# writeback_stage

==> writeback_stage/util_map.png <==
Bar = 20 um. 8 x 14 tiles, from dark blue (low) to red (high), 0 to 100% covered.
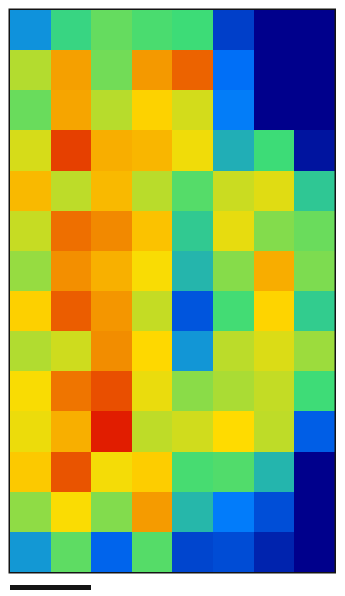

File: src/rtl/writeback_stage.sv
// writeback_stage: writer side of the Y86 register file.
// Accepts one retiring instruction per handshake from the memory stage.
// E and M results are serialized onto a single write port, E first.
// Any non-AOK status freezes the stage until reset.
module writeback_stage #(
  parameter int         DATA_W = 32,
  parameter logic [3:0] RNONE  = 4'hF
) (
  input  logic              clk,
  input  logic              rst,
  input  logic              in_valid,
  output logic              in_ready,
  input  logic [2:0]        in_stat,
  input  logic [3:0]        in_dstE,
  input  logic [DATA_W-1:0] in_valE,
  input  logic [3:0]        in_dstM,
  input  logic [DATA_W-1:0] in_valM,
  output logic              wr_en,
  output logic [3:0]        wr_addr,
  output logic [DATA_W-1:0] wr_data,
  output logic              retire,
  output logic [31:0]       retired_cnt,
  output logic              halted,
  output logic [2:0]        stat_out
);

  localparam logic [1:0] S_IDLE = 2'd0;
  localparam logic [1:0] S_WR1  = 2'd1;
  localparam logic [1:0] S_WR2  = 2'd2;
  localparam logic [1:0] S_HALT = 2'd3;

  localparam logic [2:0] STAT_AOK = 3'd1;

  logic [1:0]        r_state;
  logic [3:0]        r_dstE;
  logic [3:0]        r_dstM;
  logic [DATA_W-1:0] r_valE;
  logic [DATA_W-1:0] r_valM;
  logic [31:0]       r_retired_cnt;
  logic              r_halted;
  logic [2:0]        r_stat;

  logic w_accept;
  logic w_has_e;
  logic w_has_m;
  logic w_two_writes;

  assign w_accept     = in_valid && in_ready;
  assign w_has_e      = (r_dstE != RNONE);
  assign w_has_m      = (r_dstM != RNONE);
  assign w_two_writes = w_has_e && w_has_m;

  assign retired_cnt = r_retired_cnt;
  assign halted      = r_halted;
  assign stat_out    = r_stat;

  // Handshake and write-port drive, decoded from state and latched fields; reset masks all of it.
  always_comb begin
    in_ready = 1'b0;
    wr_en    = 1'b0;
    wr_addr  = RNONE;
    wr_data  = '0;
    retire   = 1'b0;
    if (!rst) begin
      case (r_state)
        S_IDLE: in_ready = 1'b1;
        S_WR1: begin
          // E has priority so that M is always the final value when both target one register
          if (w_has_e) begin
            wr_en   = 1'b1;
            wr_addr = r_dstE;
            wr_data = r_valE;
          end else if (w_has_m) begin
            wr_en   = 1'b1;
            wr_addr = r_dstM;
            wr_data = r_valM;
          end
          retire = !w_two_writes;
        end
        S_WR2: begin
          wr_en   = 1'b1;
          wr_addr = r_dstM;
          wr_data = r_valM;
          retire  = 1'b1;
        end
        default: ;
      endcase
    end
  end

  // Control path: state sequencing, retire counter and sticky halt status.
  always_ff @(posedge clk) begin
    if (rst) begin
      r_state       <= S_IDLE;
      r_retired_cnt <= '0;
      r_halted      <= 1'b0;
      r_stat        <= STAT_AOK;
    end else begin
      if (retire) r_retired_cnt <= r_retired_cnt + 32'd1;
      case (r_state)
        S_IDLE: begin
          if (w_accept) begin
            if (in_stat == STAT_AOK) begin
              r_state <= S_WR1;
            end else begin
              r_state  <= S_HALT;
              r_halted <= 1'b1;
              r_stat   <= in_stat;
            end
          end
        end
        S_WR1:   r_state <= w_two_writes ? S_WR2 : S_IDLE;
        S_WR2:   r_state <= S_IDLE;
        default: r_state <= S_HALT;
      endcase
    end
  end

  // Instruction fields latched at accept; contents are don't-care outside WR1/WR2.
  always_ff @(posedge clk) begin
    if (w_accept) begin
      r_dstE <= in_dstE;
      r_valE <= in_valE;
      r_dstM <= in_dstM;
      r_valM <= in_valM;
    end
  end

endmodule

File: config.mk
export PLATFORM = sky130hd
export DESIGN_NAME = writeback_stage
export DESIGN_NICKNAME = d
export VERILOG_FILES = /design/src/rtl/writeback_stage.sv
export SDC_FILE = /design/constraint.sdc
export NUM_CORES = 1
export LEC_CHECK = 0
export ABC_CLOCK_PERIOD_IN_PS = 7500
export CORE_ASPECT_RATIO = 1.75
export CORE_UTILIZATION = 42
export CTS_CLUSTER_DIAMETER = 120
export DETAILED_ROUTE_END_ITERATION = 8
export MAX_ROUTING_LAYER = met4
export PLACE_DENSITY = 0.75
export RECOVER_POWER = 25
export SLEW_MARGIN = 10
export SYNTH_ARGS = -nofsm -noshare
export SYNTH_HDL_FRONTEND = slang
export SYNTH_SLANG_ARGS = --single-unit
File: constraint.sdc
create_clock -name clk -period 7.5 [get_ports clk]
set_clock_uncertainty 0.05 [all_clocks]
set_input_delay 1.875 -clock clk [delete_from_list [all_inputs] [get_ports clk]]
set_output_delay 1.875 -clock clk [all_outputs]
set_load 0.01 [all_outputs]
# conf_buff_n

[config.mk]
export PLATFORM = sky130hd
export DESIGN_NAME = conf_buff_n
export DESIGN_NICKNAME = d
export VERILOG_FILES = /design/src/rtl/conf_pkg.sv /design/src/rtl/conf_pulse_gen.sv /design/src/rtl/conf_buff_n.sv
export SDC_FILE = /design/constraint.sdc
export NUM_CORES = 1
export LEC_CHECK = 0
export ABC_AREA = 1
export CORE_UTILIZATION = 53
export CTS_CLUSTER_DIAMETER = 40
export CTS_CLUSTER_SIZE = 14
export DETAILED_ROUTE_END_ITERATION = 16
export PLACE_DENSITY = 0.88
export SYNTH_ARGS = -nofsm -noshare
export SYNTH_HDL_FRONTEND = slang
export SYNTH_SLANG_ARGS = --single-unit
export TNS_END_PERCENT = 100
[constraint.sdc]
create_clock -name clk -period 2.4 [get_ports clk]
set_input_delay 0.48 -clock clk [delete_from_list [all_inputs] [get_ports clk]]
set_output_delay 0.48 -clock clk [all_outputs]
set_load 0.01 [all_outputs]
[src/rtl/conf_pkg.sv]
// Shared types and helpers for the N-input confluence buffer.
package conf_pkg;

    localparam int TSTAMP_W = 32;

    typedef struct packed {
        logic valid;
        logic bad;
    } pipe_entry_t;

    typedef enum logic {
        SEP_IDLE,
        SEP_WINDOW
    } sep_state_e;

    typedef enum logic {
        OUT_IDLE,
        OUT_PULSE
    } out_state_e;

    // Bits needed for a down-counter that is loaded with value-1 (at least one bit).
    function automatic int clog2(input int value);
        int w = 1;
        while ((1 << w) < value) w++;
        return w;
    endfunction

    function automatic logic [4:0] popcount(input logic [15:0] v);
        logic [4:0] cnt;
        cnt = '0;
        for (int i = 0; i < 16; i++) cnt = cnt + 5'(v[i]);
        return cnt;
    endfunction

endpackage

[src/rtl/conf_pulse_gen.sv]
// Output pulse shaper: stretches each fire to PULSE_W cycles and merges overlapping pulses.
module conf_pulse_gen
    import conf_pkg::*;
#(
    parameter int PULSE_W = 2
) (
    input  logic clk,
    input  logic rst_n,
    input  logic fire,
    input  logic bad,
    output logic out,
    output logic out_x
);

    localparam int W_W = clog2(PULSE_W);
    localparam logic [W_W-1:0] W_LOAD = W_W'(PULSE_W - 1);

    out_state_e     state, state_n;
    logic [W_W-1:0] wcnt, wcnt_n;
    logic           x_q, x_n;

    always_ff @(posedge clk or negedge rst_n) begin
        if (!rst_n) begin
            state <= OUT_IDLE;
            wcnt  <= '0;
            x_q   <= 1'b0;
        end else begin
            state <= state_n;
            wcnt  <= wcnt_n;
            x_q   <= x_n;
        end
    end

    always_comb begin
        state_n = state;
        wcnt_n  = wcnt;
        x_n     = x_q;
        if (state == OUT_IDLE) begin
            if (fire) begin
                state_n = OUT_PULSE;
                wcnt_n  = W_LOAD;
                x_n     = bad;
            end
        end else begin
            // A pulse landing on a running one extends it seamlessly but taints it.
            if (fire) begin
                wcnt_n = W_LOAD;
                x_n    = 1'b1;
            end else if (wcnt == '0) begin
                state_n = OUT_IDLE;
                x_n     = 1'b0;
            end else begin
                wcnt_n = wcnt - 1'b1;
            end
        end
    end

    assign out   = (state == OUT_PULSE);
    assign out_x = x_q;

endmodule

[src/rtl/conf_buff_n.sv]
// N-input confluence buffer: merges input rising edges into one delayed pulse and flags separation violations.
// Optional event/violation timestamps are enabled by defining CONF_TSTAMP_EN.
module conf_buff_n
    import conf_pkg::*;
#(
    parameter int N_IN    = 4,
    parameter int T_SEP   = 10,
    parameter int DELAY   = 2,
    parameter int PULSE_W = 2,
    parameter int CNT_W   = 16
) (
    input  logic             clk,
    input  logic             rst_n,
    input  logic [N_IN-1:0]  in,
    input  logic             cnt_clr,
    output logic             out,
    output logic             out_x,
    output logic             viol,
    output logic [N_IN-1:0]  viol_src,
    output logic [CNT_W-1:0] viol_cnt
`ifdef CONF_TSTAMP_EN
    ,
    output logic [TSTAMP_W-1:0] last_evt_time,
    output logic [TSTAMP_W-1:0] viol_prev_time,
    output logic [TSTAMP_W-1:0] viol_time
`endif
);

    localparam int SEP_W = clog2(T_SEP);
    localparam logic [SEP_W-1:0] SEP_LOAD = SEP_W'(T_SEP - 1);

    logic [N_IN-1:0]  prev;
    logic [N_IN-1:0]  rise;
    logic             evt;
    logic             multi;
    logic             violation;
    sep_state_e       sep_state, sep_state_n;
    logic [SEP_W-1:0] sep_cnt, sep_cnt_n;
    pipe_entry_t      pipe [DELAY];

    assign rise      = in & ~prev;
    assign evt       = |rise;
    assign multi     = popcount(16'(rise)) > 5'd1;
    assign violation = evt & ((sep_state == SEP_WINDOW) | multi);

    // NOTE: every variable gets a default before any branch so no latch is inferred.
    always_comb begin
        sep_state_n = sep_state;
        sep_cnt_n   = sep_cnt;
        if (evt) begin
            sep_cnt_n   = SEP_LOAD;
            sep_state_n = (SEP_LOAD != '0) ? SEP_WINDOW : SEP_IDLE;
        end else if (sep_state == SEP_WINDOW) begin
            sep_cnt_n = sep_cnt - 1'b1;
            if (sep_cnt == SEP_W'(1)) sep_state_n = SEP_IDLE;
        end
    end

    // NOTE: state uses non-blocking assignments so every flop samples pre-edge values.
    always_ff @(posedge clk or negedge rst_n) begin
        if (!rst_n) begin
            prev      <= '1;
            sep_state <= SEP_IDLE;
            sep_cnt   <= '0;
            viol      <= 1'b0;
            viol_src  <= '0;
            viol_cnt  <= '0;
        end else begin
            prev      <= in;
            sep_state <= sep_state_n;
            sep_cnt   <= sep_cnt_n;
            viol      <= violation;
            if (violation) viol_src <= rise;
            if (cnt_clr) viol_cnt <= violation ? CNT_W'(1) : '0;
            else if (violation && !(&viol_cnt)) viol_cnt <= viol_cnt + 1'b1;
        end
    end

    // NOTE: the pipeline is reset on purpose: a reset must cancel pulses already in flight.
    always_ff @(posedge clk or negedge rst_n) begin
        if (!rst_n) begin
            for (int i = 0; i < DELAY; i++) pipe[i] <= '0;
        end else begin
            pipe[0] <= '{valid: evt, bad: violation};
            for (int i = 1; i < DELAY; i++) pipe[i] <= pipe[i-1];
        end
    end

    conf_pulse_gen #(
        .PULSE_W (PULSE_W)
    ) u_pulse_gen (
        .clk   (clk),
        .rst_n (rst_n),
        .fire  (pipe[DELAY-1].valid),
        .bad   (pipe[DELAY-1].bad),
        .out   (out),
        .out_x (out_x)
    );

`ifdef CONF_TSTAMP_EN
    logic [TSTAMP_W-1:0] tcnt;

    // A window violation refers back to the last event; a pure collision refers to itself.
    always_ff @(posedge clk or negedge rst_n) begin
        if (!rst_n) begin
            tcnt           <= '0;
            last_evt_time  <= '0;
            viol_prev_time <= '0;
            viol_time      <= '0;
        end else begin
            tcnt <= tcnt + 1'b1;
            if (evt) last_evt_time <= tcnt;
            if (violation) begin
                viol_time      <= tcnt;
                viol_prev_time <= (sep_state == SEP_WINDOW) ? last_evt_time : tcnt;
            end
        end
    end
`endif

endmodule

# fetch_seq_flat

[config.mk]
export PLATFORM = sky130hd
export DESIGN_NAME = fetch_seq_flat
export DESIGN_NICKNAME = d
export VERILOG_FILES = /design/src/rtl/fetch_if.sv /design/src/rtl/fetch_seq.sv /design/src/flat_wrapper.sv
export SDC_FILE = /design/constraint.sdc
export NUM_CORES = 1
export LEC_CHECK = 0
export ABC_AREA = 1
export ABC_CLOCK_PERIOD_IN_PS = 4800
export CAP_MARGIN = 25
export CORE_UTILIZATION = 50
export CTS_CLUSTER_DIAMETER = 150
export DETAILED_ROUTE_END_ITERATION = 8
export PLACE_DENSITY = 0.8
export SLEW_MARGIN = 20
export SYNTH_ARGS = -nofsm -noshare
export SYNTH_HDL_FRONTEND = slang
export SYNTH_SLANG_ARGS = --single-unit
[constraint.sdc]
create_clock -name clk -period 4.8 [get_ports clk]
set_clock_uncertainty 0.2 [all_clocks]
set_input_delay 0.96 -clock clk [delete_from_list [all_inputs] [get_ports clk]]
set_output_delay 0.96 -clock clk [all_outputs]
set_load 0.02 [all_outputs]
[src/rtl/fetch_if.sv]
// Fetch-side bus bundle: instruction-memory port, redirect request and the
// decode-facing instruction handshake, with run/halted control.
interface fetch_if #(
    parameter int ADDRESS_WIDTH = 32,
    parameter int DATA_WIDTH    = 32
);
    logic                     run;
    logic [ADDRESS_WIDTH-1:0] imem_a;
    logic [DATA_WIDTH-1:0]    imem_rd;
    logic                     redirect_valid;
    logic [ADDRESS_WIDTH-1:0] redirect_pc;
    logic                     instr_valid;
    logic                     instr_ready;
    logic [DATA_WIDTH-1:0]    instr;
    logic [ADDRESS_WIDTH-1:0] instr_pc;
    logic                     halted;

    // The fetch sequencer drives the memory address and the decode-facing stream.
    modport master (
        input  run, imem_rd, redirect_valid, redirect_pc, instr_ready,
        output imem_a, instr_valid, instr, instr_pc, halted
    );

    modport slave (
        output run, imem_rd, redirect_valid, redirect_pc, instr_ready,
        input  imem_a, instr_valid, instr, instr_pc, halted
    );
endinterface

[src/rtl/fetch_seq.sv]
// Instruction fetch sequencer: PC register, IDLE/RUN/HALTED control and a
// 2-entry {pc, instr} queue feeding decode, with branch redirect and ebreak halt.
module fetch_seq #(
    parameter int                       ADDRESS_WIDTH = 32,
    parameter int                       DATA_WIDTH    = 32,
    parameter logic [ADDRESS_WIDTH-1:0] RESET_PC      = '0
) (
    input logic    clk,
    input logic    rst_n,
    fetch_if.master bus
);
    typedef enum logic [1:0] {IDLE, RUN, HALTED} state_t;

    localparam logic [DATA_WIDTH-1:0]    EBREAK  = DATA_WIDTH'(32'h0010_0073);
    localparam logic [ADDRESS_WIDTH-1:0] PC_STEP = ADDRESS_WIDTH'(4);

    state_t                   state;
    logic                     halted_q;
    logic [ADDRESS_WIDTH-1:0] pc;
    logic [1:0]               count;
    logic                     rd_ptr;
    logic                     wr_ptr;

    logic [ADDRESS_WIDTH-1:0] pc_mem    [2];
    logic [DATA_WIDTH-1:0]    instr_mem [2];

    logic pop;
    logic push;

    // NOTE: combinational logic uses blocking '=' so later lines see the values computed above them.
    always_comb begin
        pop  = (count != 2'd0) && bus.instr_ready && !bus.redirect_valid;
        push = (state == RUN) && !bus.redirect_valid && ((count < 2'd2) || pop);
    end

    // NOTE: sequential state uses non-blocking '<=' so every register samples pre-edge values.
    always_ff @(posedge clk or negedge rst_n) begin
        if (!rst_n) begin
            state    <= IDLE;
            halted_q <= 1'b0;
            pc       <= RESET_PC;
            count    <= 2'd0;
            rd_ptr   <= 1'b0;
            wr_ptr   <= 1'b0;
        end else if (bus.redirect_valid) begin
            // Redirect flushes the queue and overrides any push/pop this cycle.
            pc     <= {bus.redirect_pc[ADDRESS_WIDTH-1:2], 2'b00};
            count  <= 2'd0;
            rd_ptr <= 1'b0;
            wr_ptr <= 1'b0;
            if (state == HALTED || bus.run) begin
                state    <= RUN;
                halted_q <= 1'b0;
            end
        end else begin
            if (push) begin
                pc     <= pc + PC_STEP;
                wr_ptr <= ~wr_ptr;
            end
            if (pop) begin
                rd_ptr <= ~rd_ptr;
            end
            case ({push, pop})
                2'b10:   count <= count + 2'd1;
                2'b01:   count <= count - 2'd1;
                default: count <= count;
            endcase
            case (state)
                IDLE: begin
                    if (bus.run) begin
                        state <= RUN;
                    end
                end
                RUN: begin
                    // The ebreak itself is queued; fetching stops after it.
                    if (push && bus.imem_rd == EBREAK) begin
                        state    <= HALTED;
                        halted_q <= 1'b1;
                    end
                end
                default: begin
                    state <= state;
                end
            endcase
        end
    end

    // NOTE: queue storage has no reset; validity comes solely from count and the pointers.
    always_ff @(posedge clk) begin
        if (push) begin
            pc_mem[wr_ptr]    <= pc;
            instr_mem[wr_ptr] <= bus.imem_rd;
        end
    end

    assign bus.imem_a      = pc;
    assign bus.instr_valid = (count != 2'd0);
    assign bus.instr       = instr_mem[rd_ptr];
    assign bus.instr_pc    = pc_mem[rd_ptr];
    assign bus.halted      = halted_q;
endmodule
[src/flat_wrapper.sv]
// flat-port wrapper written by rule: the top's interface ports become plain ports
module fetch_seq_flat 
#(
    parameter int                       ADDRESS_WIDTH = 32,
    parameter int                       DATA_WIDTH    = 32,
    parameter logic [ADDRESS_WIDTH-1:0] RESET_PC      = '0
)
  (clk, rst_n, bus_run, bus_imem_rd, bus_redirect_valid, bus_redirect_pc, bus_instr_ready, bus_imem_a, bus_instr_valid, bus_instr, bus_instr_pc, bus_halted);
  fetch_if #(.ADDRESS_WIDTH(ADDRESS_WIDTH), .DATA_WIDTH(DATA_WIDTH)) bus_i ();
  input logic clk;
  input logic rst_n;
  input wire logic [$bits(bus_i.run)-1:0] bus_run;
  input wire logic [$bits(bus_i.imem_rd)-1:0] bus_imem_rd;
  input wire logic [$bits(bus_i.redirect_valid)-1:0] bus_redirect_valid;
  input wire logic [$bits(bus_i.redirect_pc)-1:0] bus_redirect_pc;
  input wire logic [$bits(bus_i.instr_ready)-1:0] bus_instr_ready;
  output wire logic [$bits(bus_i.imem_a)-1:0] bus_imem_a;
  output wire logic [$bits(bus_i.instr_valid)-1:0] bus_instr_valid;
  output wire logic [$bits(bus_i.instr)-1:0] bus_instr;
  output wire logic [$bits(bus_i.instr_pc)-1:0] bus_instr_pc;
  output wire logic [$bits(bus_i.halted)-1:0] bus_halted;
  assign bus_i.run = bus_run;
  assign bus_i.imem_rd = bus_imem_rd;
  assign bus_i.redirect_valid = bus_redirect_valid;
  assign bus_i.redirect_pc = bus_redirect_pc;
  assign bus_i.instr_ready = bus_instr_ready;
  assign bus_imem_a = bus_i.imem_a;
  assign bus_instr_valid = bus_i.instr_valid;
  assign bus_instr = bus_i.instr;
  assign bus_instr_pc = bus_i.instr_pc;
  assign bus_halted = bus_i.halted;
  fetch_seq #(.ADDRESS_WIDTH(ADDRESS_WIDTH), .DATA_WIDTH(DATA_WIDTH), .RESET_PC(RESET_PC)) u_core (.clk(clk), .rst_n(rst_n), .bus(bus_i));
endmodule
# alu_op_sequencer

`config.mk`:
```
export PLATFORM = sky130hd
export DESIGN_NAME = alu_op_sequencer
export DESIGN_NICKNAME = d
export VERILOG_FILES = /design/src/rtl/alu_op_sequencer.sv
export SDC_FILE = /design/constraint.sdc
export NUM_CORES = 1
export LEC_CHECK = 0
export ABC_AREA = 1
export CAP_MARGIN = 15
export CORE_MARGIN = 2
export CORE_UTILIZATION = 45
export DETAILED_ROUTE_END_ITERATION = 16
export HOLD_SLACK_MARGIN = 0.02
export PLACE_DENSITY = 0.72
export REMOVE_ABC_BUFFERS = 1
export SLEW_MARGIN = 20
export SYNTH_ARGS = -nofsm -noshare
export SYNTH_HDL_FRONTEND = slang
export SYNTH_SLANG_ARGS = --single-unit
```
`constraint.sdc`:
```
create_clock -name clk -period 1.4 [get_ports clk]
set_input_delay 0.28 -clock clk [delete_from_list [all_inputs] [get_ports clk]]
set_output_delay 0.28 -clock clk [all_outputs]
set_load 0.05 [all_outputs]
```
`src/rtl/alu_op_sequencer.sv`:
```
`default_nettype none
// +----------------------------------------------------------------------------+
// | Module      : alu_op_sequencer                                             |
// | Description : Board-input controller for the 32-bit ALU. Synchronises and  |
// |               debounces the load-A / load-B / execute buttons, latches the |
// |               operands from the switches, issues the op code and captures  |
// |               the ALU result and flags for the display path.               |
// | Revision    : 1.0 - initial release                                        |
// +----------------------------------------------------------------------------+
module alu_op_sequencer #(
    parameter int DB_CNT   = 1000000,  // cycles a button level must be stable
    parameter int DB_W     = 20,       // debounce counter width, 2**DB_W > DB_CNT
    parameter int EXEC_LAT = 1         // cycles from operands valid to result sample
) (
    input  logic        clk,
    input  logic        rst_n,
    input  logic [31:0] sw,
    input  logic        btn_a,
    input  logic        btn_b,
    input  logic        btn_f,
    output logic [31:0] alu_a,
    output logic [31:0] alu_b,
    output logic [2:0]  alu_op,
    input  logic [31:0] alu_res,
    input  logic [3:0]  alu_flg,
    output logic [31:0] result,
    output logic [3:0]  flags,
    output logic [2:0]  state,
    output logic        busy,
    output logic        done
);

    // State encoding is visible on the debug LEDs, so the codes are fixed.
    localparam logic [2:0] c_IDLE  = 3'd0;
    localparam logic [2:0] c_GOT_A = 3'd1;
    localparam logic [2:0] c_GOT_B = 3'd2;
    localparam logic [2:0] c_EXEC  = 3'd3;
    localparam logic [2:0] c_DONE  = 3'd4;

    localparam int              c_LAT_W    = (EXEC_LAT > 1) ? $clog2(EXEC_LAT) : 1;
    localparam logic [c_LAT_W-1:0] c_LAT_LAST = c_LAT_W'(EXEC_LAT - 1);
    localparam logic [DB_W-1:0] c_DB_LAST  = DB_W'(DB_CNT - 1);

    // Bit 0 = load A, bit 1 = load B, bit 2 = execute.
    logic [2:0] w_btn_raw;
    logic [2:0] w_pulse;

    assign w_btn_raw = {btn_f, btn_b, btn_a};

    // One conditioning chain per button: sync -> debounce -> rising-edge pulse.
    for (genvar gi = 0; gi < 3; gi++) begin : g_btn
        logic            r_sync1;
        logic            r_sync2;
        logic            r_lvl;
        logic            r_lvl_d;
        logic [DB_W-1:0] r_cnt;

        // Two-flop synchroniser, then a stability counter that only runs while
        // the synced level disagrees with the accepted level; any agreement
        // (i.e. a bounce back) clears it, so only a steady change is accepted.
        always_ff @(posedge clk or negedge rst_n) begin
            if (!rst_n) begin
                r_sync1 <= 1'b0;
                r_sync2 <= 1'b0;
                r_lvl   <= 1'b0;
                r_lvl_d <= 1'b0;
                r_cnt   <= '0;
            end else begin
                r_sync1 <= w_btn_raw[gi];
                r_sync2 <= r_sync1;
                r_lvl_d <= r_lvl;
                if (r_sync2 == r_lvl) begin
                    r_cnt <= '0;
                end else if (r_cnt == c_DB_LAST) begin
                    // Accept the new level; counter returns to 0 instead of wrapping.
                    r_lvl <= r_sync2;
                    r_cnt <= '0;
                end else begin
                    r_cnt <= r_cnt + DB_W'(1);
                end
            end
        end

        // Press edge only; release produces no pulse.
        assign w_pulse[gi] = r_lvl & ~r_lvl_d;
    end

    // Same-cycle pulses resolve as A over B over F; losers are dropped.
    logic w_act_a;
    logic w_act_b;
    logic w_act_f;

    assign w_act_a = w_pulse[0];
    assign w_act_b = w_pulse[1] & ~w_pulse[0];
    assign w_act_f = w_pulse[2] & ~w_pulse[1] & ~w_pulse[0];

    logic [2:0]         r_state;
    logic [31:0]        r_alu_a;
    logic [31:0]        r_alu_b;
    logic [2:0]         r_alu_op;
    logic [31:0]        r_result;
    logic [3:0]         r_flags;
    logic               r_done;
    logic [c_LAT_W-1:0] r_lat_cnt;

    // Sequencing FSM: operand loads, op issue, and result/flag capture.
    always_ff @(posedge clk or negedge rst_n) begin
        if (!rst_n) begin
            r_state   <= c_IDLE;
            r_alu_a   <= '0;
            r_alu_b   <= '0;
            r_alu_op  <= '0;
            r_result  <= '0;
            r_flags   <= '0;
            r_done    <= 1'b0;
            r_lat_cnt <= '0;
        end else begin
            r_done <= 1'b0;
            case (r_state)
                c_IDLE: begin
                    if (w_act_a) begin
                        r_alu_a <= sw;
                        r_state <= c_GOT_A;
                    end
                end
                c_GOT_A: begin
                    if (w_act_a) begin
                        r_alu_a <= sw;
                    end else if (w_act_b) begin
                        r_alu_b <= sw;
                        r_state <= c_GOT_B;
                    end
                end
                c_GOT_B: begin
                    if (w_act_a) begin
                        r_alu_a <= sw;
                        r_state <= c_GOT_A;
                    end else if (w_act_b) begin
                        r_alu_b <= sw;
                    end else if (w_act_f) begin
                        r_alu_op  <= sw[2:0];
                        r_lat_cnt <= '0;
                        r_state   <= c_EXEC;
                    end
                end
                c_EXEC: begin
                    // Operands and op are frozen here; buttons are ignored.
                    if (r_lat_cnt == c_LAT_LAST) begin
                        r_result <= alu_res;
                        r_flags  <= alu_flg;
                        r_done   <= 1'b1;
                        r_state  <= c_DONE;
                    end else begin
                        r_lat_cnt <= r_lat_cnt + c_LAT_W'(1);
                    end
                end
                c_DONE: begin
                    if (w_act_a) begin
                        r_alu_a <= sw;
                        r_state <= c_GOT_A;
                    end else if (w_act_b) begin
                        r_alu_b <= sw;
                        r_state <= c_GOT_B;
                    end else if (w_act_f) begin
                        // Re-run with the held operands and a fresh op code.
                        r_alu_op  <= sw[2:0];
                        r_lat_cnt <= '0;
                        r_state   <= c_EXEC;
                    end
                end
                default: begin
                    r_state <= c_IDLE;
                end
            endcase
        end
    end

    assign alu_a  = r_alu_a;
    assign alu_b  = r_alu_b;
    assign alu_op = r_alu_op;
    assign result = r_result;
    assign flags  = r_flags;
    assign state  = r_state;
    assign busy   = (r_state == c_EXEC);
    assign done   = r_done;

endmodule
`default_nettype wire

```
==> conf_buff_n/m1.png <==
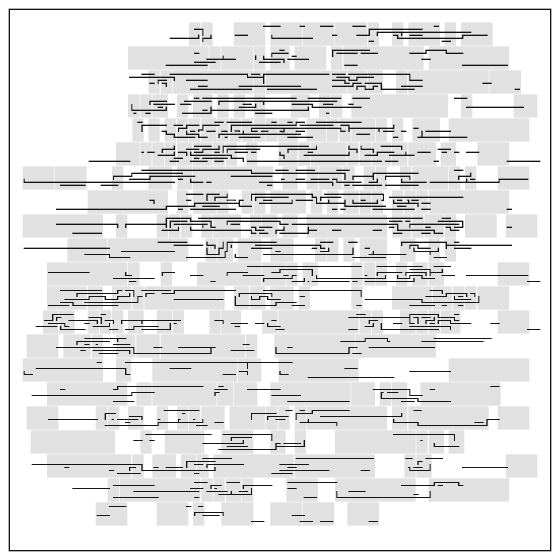
share of all routed wire: 45%
longest straight run: 25.3 um
nets with wire on the layer: 258
main direction: horizontal
wire length on this layer: 1710 um

==> results_slide.txt, conf_buff_n <==
Implementation Results

Status
  – Status: finished with violations
  – Failing checks: design-rule violations

Critical path
  – Most frequent CP cell: nand2_1
  – WP data arrival: 2.43 ns
  – Critical Path Start: in[1]
  – R2r worst-path depth: 11
  – CP endpoint kind: flop

Place
  – Global placer's final weighted congestion: 0.981
  – Input/output buffers: 29

Logic synthesis
  – Yosys warnings: 0
  – Post-synthesis adder-cell area fraction: 3.77%
  – Post-synth top cells: nand2_1 (76), dfrtp_1 (32), inv_1 (24), nor2_1 (20), nand3_1 (15)
  – Synth cell types: 25

Hold path
  – Hold path start: pipe[3]
  – Min-delay worst type: flop to flop
  – Hold EP: pipe[1]

Floorplan
  – Chip Width: between 60 and 70 um
  – Tap cell count: between 40 and 50
  – DIE HEIGHT: around 61 um

Layout
  – Clock buf/inv share: 3.44%
  – Non-Filler Instances: ~320
  – Most frequent logic cell in the layout: nand2_1
  – Logic share of the area: between 30% and 40%
  – Fillers: between 200 and 300

Routing
  – Post-DR vias/cell: approximately 5
  – Post-route DRC violation count: 2
  – Met1 wire length: between 1500 and 2000 um
  – Routed Antenna Nets: 0
  – Routed len/inst: 12.0 um

CTS
  – Root Driver: clkbuf_4
  – CTS tree: built
  – Post-CTS sizing: 0

STA
  – Final Hold Viols: 0
  – Fmax: roughly 470 MHz
==> alu_op_sequencer/congestion_map.png <==
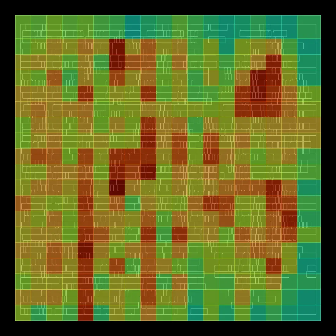
All-Layer GR Usage: 25.5%
Finished Core Util: 76.6%
routed len/inst: 16.4 um
GR peak layer: met2

==> results_slide.txt, alu_op_sequencer <==
Implementation Results

STA
  – Final Hold Viols: 0
  – Final setup fails: roughly 96
  – Worst Slack Setup Final: -0.309 ns

Critical path
  – Most frequent CP cell: buf_6
  – Critical Path Start: state[2]
  – Crit path capture: busy

Global route
  – Met2 Use GR: a little over two fifths
  – Total grt overflow: 0
  – Pin count of the biggest net entering global routing: between 40 and 50
  – Initial antenna violation count: 1
  – Met3 Resource Use GR: between 10 and 15%
  – Global routing usage on met1: between 20% and 30%

Logic synthesis
  – Synth logic family: simple AND/OR/NAND/NOR gates
  – Top cells by area: dfrtp_1 (58%), nand2_1 (15%), nor2_1 (6.4%)
  – Asr flop ratio synth: 100%
  – Seq share, synth: 58.4%
  – Post-synthesis adder-cell area fraction: less than 1%
  – Number of synthesized flops with an enable pin: 0
  – Yosys cell count: ~900
  – Syn avg cell area: around 8.4 um^2

Status
  – Status: finished with violations
  – Failing checks: negative setup slack

Run
  – OpenROAD warning count: 27

Place
  – Worst slack, placed: -0.0801 ns
  – Placed instance area: between 0.01 and 0.015 mm^2

Power and ir drop
  – Net Sw Frac: about a quarter
  – Pwr/cell area: 836 mW/mm^2
  – P_sw: ~2.6 mW

Layout
  – Fillers: about 1100
  – Flop count: ~180
  – Invs w/o clock: approximately 98
  – Area-dominant class: sequential cells

Routing
  – Post-route DRC violation count: 0
  – Metal2 WL: roughly 12000 um
  – Post-DR vias/cell: ~4.9
  – Max layer used: met4

Floorplan
  – Ports: roughly 180
  – Core Util at FP: about 46%

Hold path
  – Worst Hold Path Cells: 1

CTS
  – Root Driver: clkbuf_16
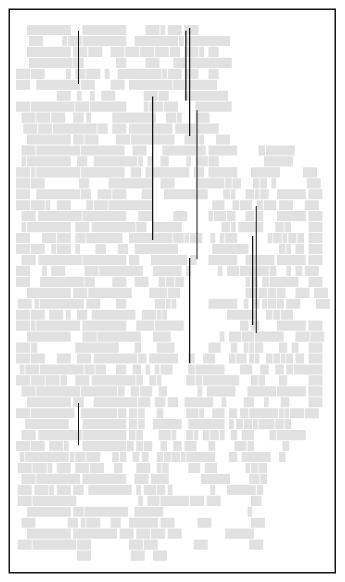
(writeback_stage/m4.png)
share of all routed wire: 1.9%
longest straight run: 36.7 um
nets with wire on the layer: 8
main direction: vertical

About writeback_stage/util_map.png:
emptiest ninth of the die: upper right
nearly empty tiles: 8.0%
fullest tile: 97%
densest ninth of the die: middle left
tiles over 75% full: 28%

==> results_slide.txt, writeback_stage <==
Implementation Results

Layout
  – Signal buffers: 157
  – Combinational gates: 257
  – Antenna fix cells: 0

Floorplan
  – Tap cell count: between 100 and 150
  – Core ar.: approximately 0.010 mm^2
  – Core Util at FP: a little over two fifths

Global route
  – Met2 Use GR: between 30% and 40%
  – GR peak layer: met2
  – Global routing usage on met1: a little under a quarter
  – Pin count of the biggest net entering global routing: roughly 55

CTS
  – Clock sink total: ~110
  – Post-CTS sizing: 0
  – Root Driver: clkbuf_16

Status
  – Status: finished, final reports clean

Logic synthesis
  – Post-Syn Area: roughly 0.0045 mm^2
  – Simple Share, Synth: around 16%
  – Yosys warnings: 0
  – Post-synth top cells: edfxtp_1 (72), nor2_1 (57), dfxtp_1 (38), a22oi_1 (32), a21oi_1 (26)
  – Cell count after synthesis: between 300 and 400
  – Seq share, synth: between 60% and 70%
  – Number of synthesized flops with an enable pin: 72

Critical path
  – Levels on crit path: 6
  – Critical path cell sequence: clkdlybuf4s50_1 > buf_4 > nand2b_1 > buf_4 > nor2_1 > clkdlybuf4s50_1

Power and ir drop
  – Pint: 1.19 mW
  – P_clk: just under 0.5 mW
  – LEAKAGE: roughly 2.1 nW

Routing
  – Met1 wire length: 4120 um
  – Post-route DRC violation count: 0
  – Metal2 WL: between 6000 and 7000 um

STA
  – Hold Slack: 0.438 ns

Place
  – Placed instance area: ~0.006 mm^2
  – Worst slack, placed: roughly 1.3 ns
==> fetch_seq_flat/util_map.png <==
Bar = 20 um. 12 x 12 tiles, from dark blue (low) to red (high), 0 to 100% covered.
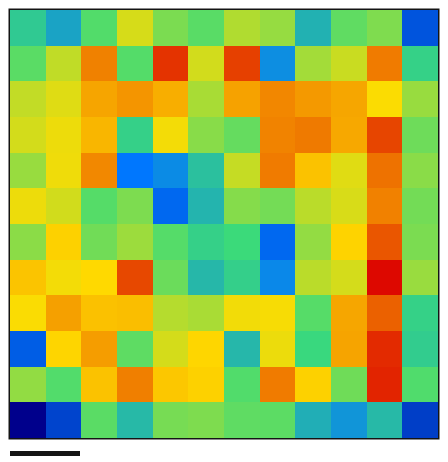
fullest tile: 99%
mean over tiles: 63%
emptiest ninth of the die: center
tiles over 75% full: 31%

==> results_slide.txt, fetch_seq_flat <==
Implementation Results

Status
  – Status: finished, final reports clean

STA
  – Setup TNS: 0 ns
  – Final Hold Viols: 0
  – Max-slew violations: 0
  – Fmax: 277 MHz

Critical path
  – Most frequent CP cell: nand2_1
  – WP buf/inv: 3
  – Critical R2R Launch: u_core.state[1]
  – Reg-to-reg critical path endpoint: u_core.pc_mem[0][6]
  – CP peak stage delay: between 0.6 and 0.7 ns

Place
  – Hpwl dp: 11000 um

Power and ir drop
  – Clock share of power: between 20% and 30%
  – P_seq: between 2 and 2.5 mW

Logic synthesis
  – Yosys top cell by area: edfxtp_1
  – Post-synthesis compound-gate area fraction: under 10%
  – Post-synth top cells: nand2_1 (318), edfxtp_1 (124), nor2_1 (55), dfrtp_1 (37), inv_1 (21)
  – Number of synthesized flops with an enable pin: ~120
  – Xor+xnor area frac: between 1.5 and 2%
  – Post-Syn Area: slightly above 0.007 mm^2

Layout
  – # nets final: between 900 and 1000
  – Clock buffers: 17
  – Buffering overhead: about 18%
  – Number of flip-flops in the largest register: 64
  – Finished Core Util: a little under 70%
  – Share of cells above drive strength 1: under 10%
  – Final instance area: approximately 0.0096 mm^2
  – Combinational gates: 489

Global route
  – All-Layer GR Usage: approximately a quarter
  – GR peak layer: met2

Hold path
  – Hold EP: u_core.count[0]

CTS
  – H-tree depth: 4
  – Post-CTS sizing: 0
  – Hold_buf cts: 0

Routing
  – Post-DR vias/cell: around 5.1
  – Met3 WL post-DR: 1260 um


==> gallery <==
M2 wires.
Plate I
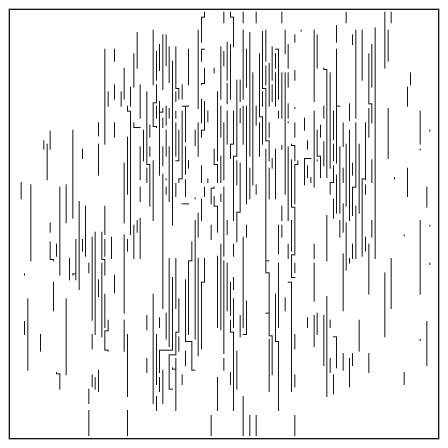
Plate II
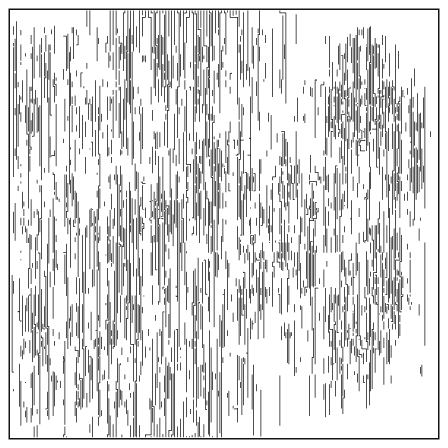
Plate III
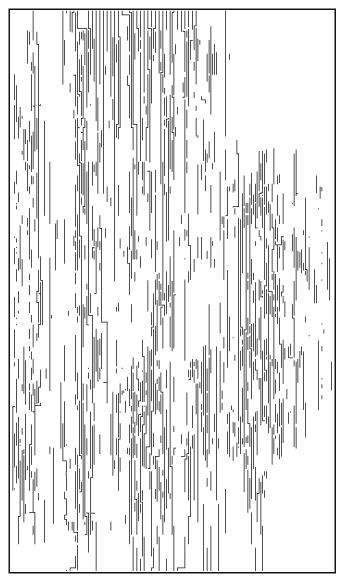
Plate IV
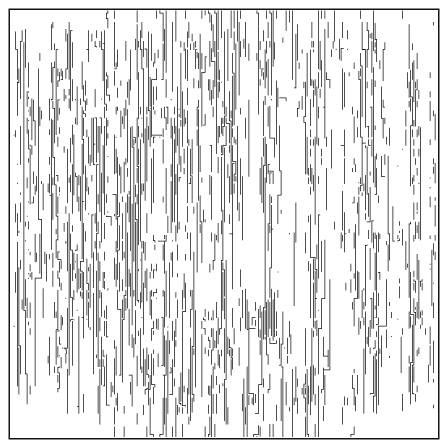
fetch_seq_flat is Plate IV.
writeback_stage is Plate III.
alu_op_sequencer is Plate II.
conf_buff_n is Plate I.


==> screenshots <==
Signal wires on met1.
panel A
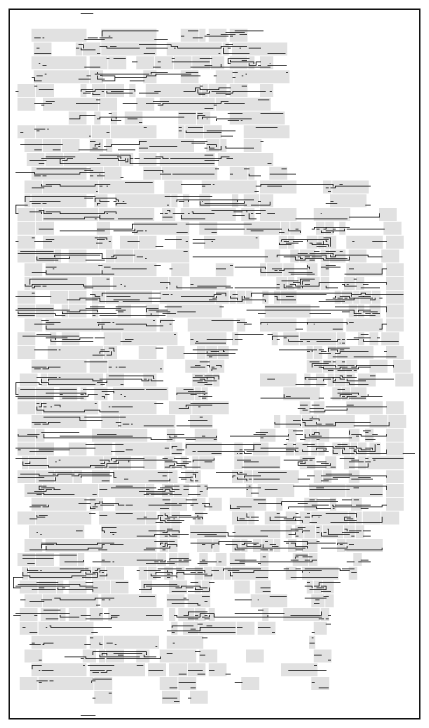
panel B
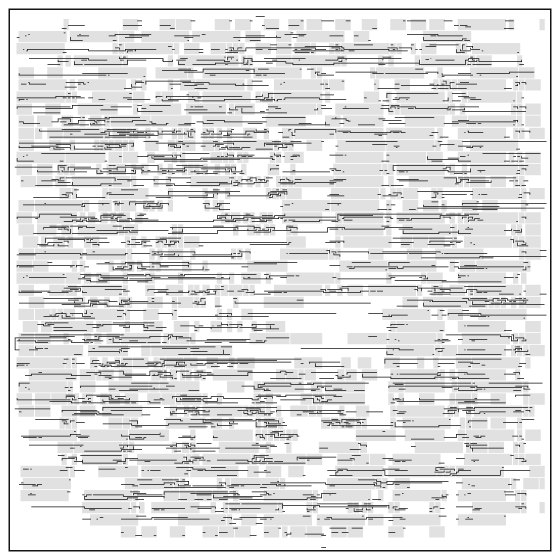
panel C
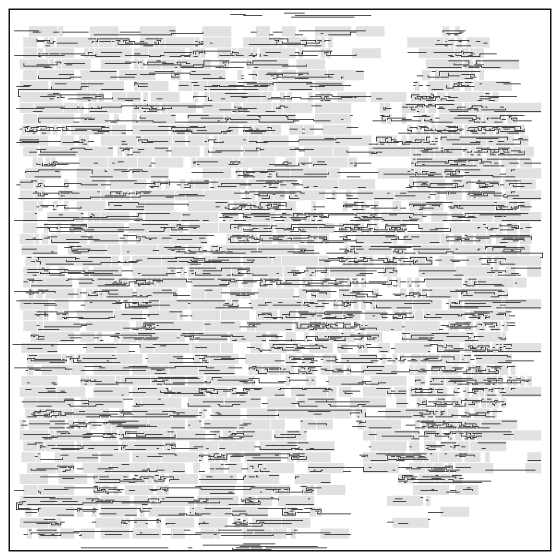
Panel A is writeback_stage.
Panel C is alu_op_sequencer.
Panel B is fetch_seq_flat.

Power figures rest on the tool's default switching activity, not on a simulated workload.
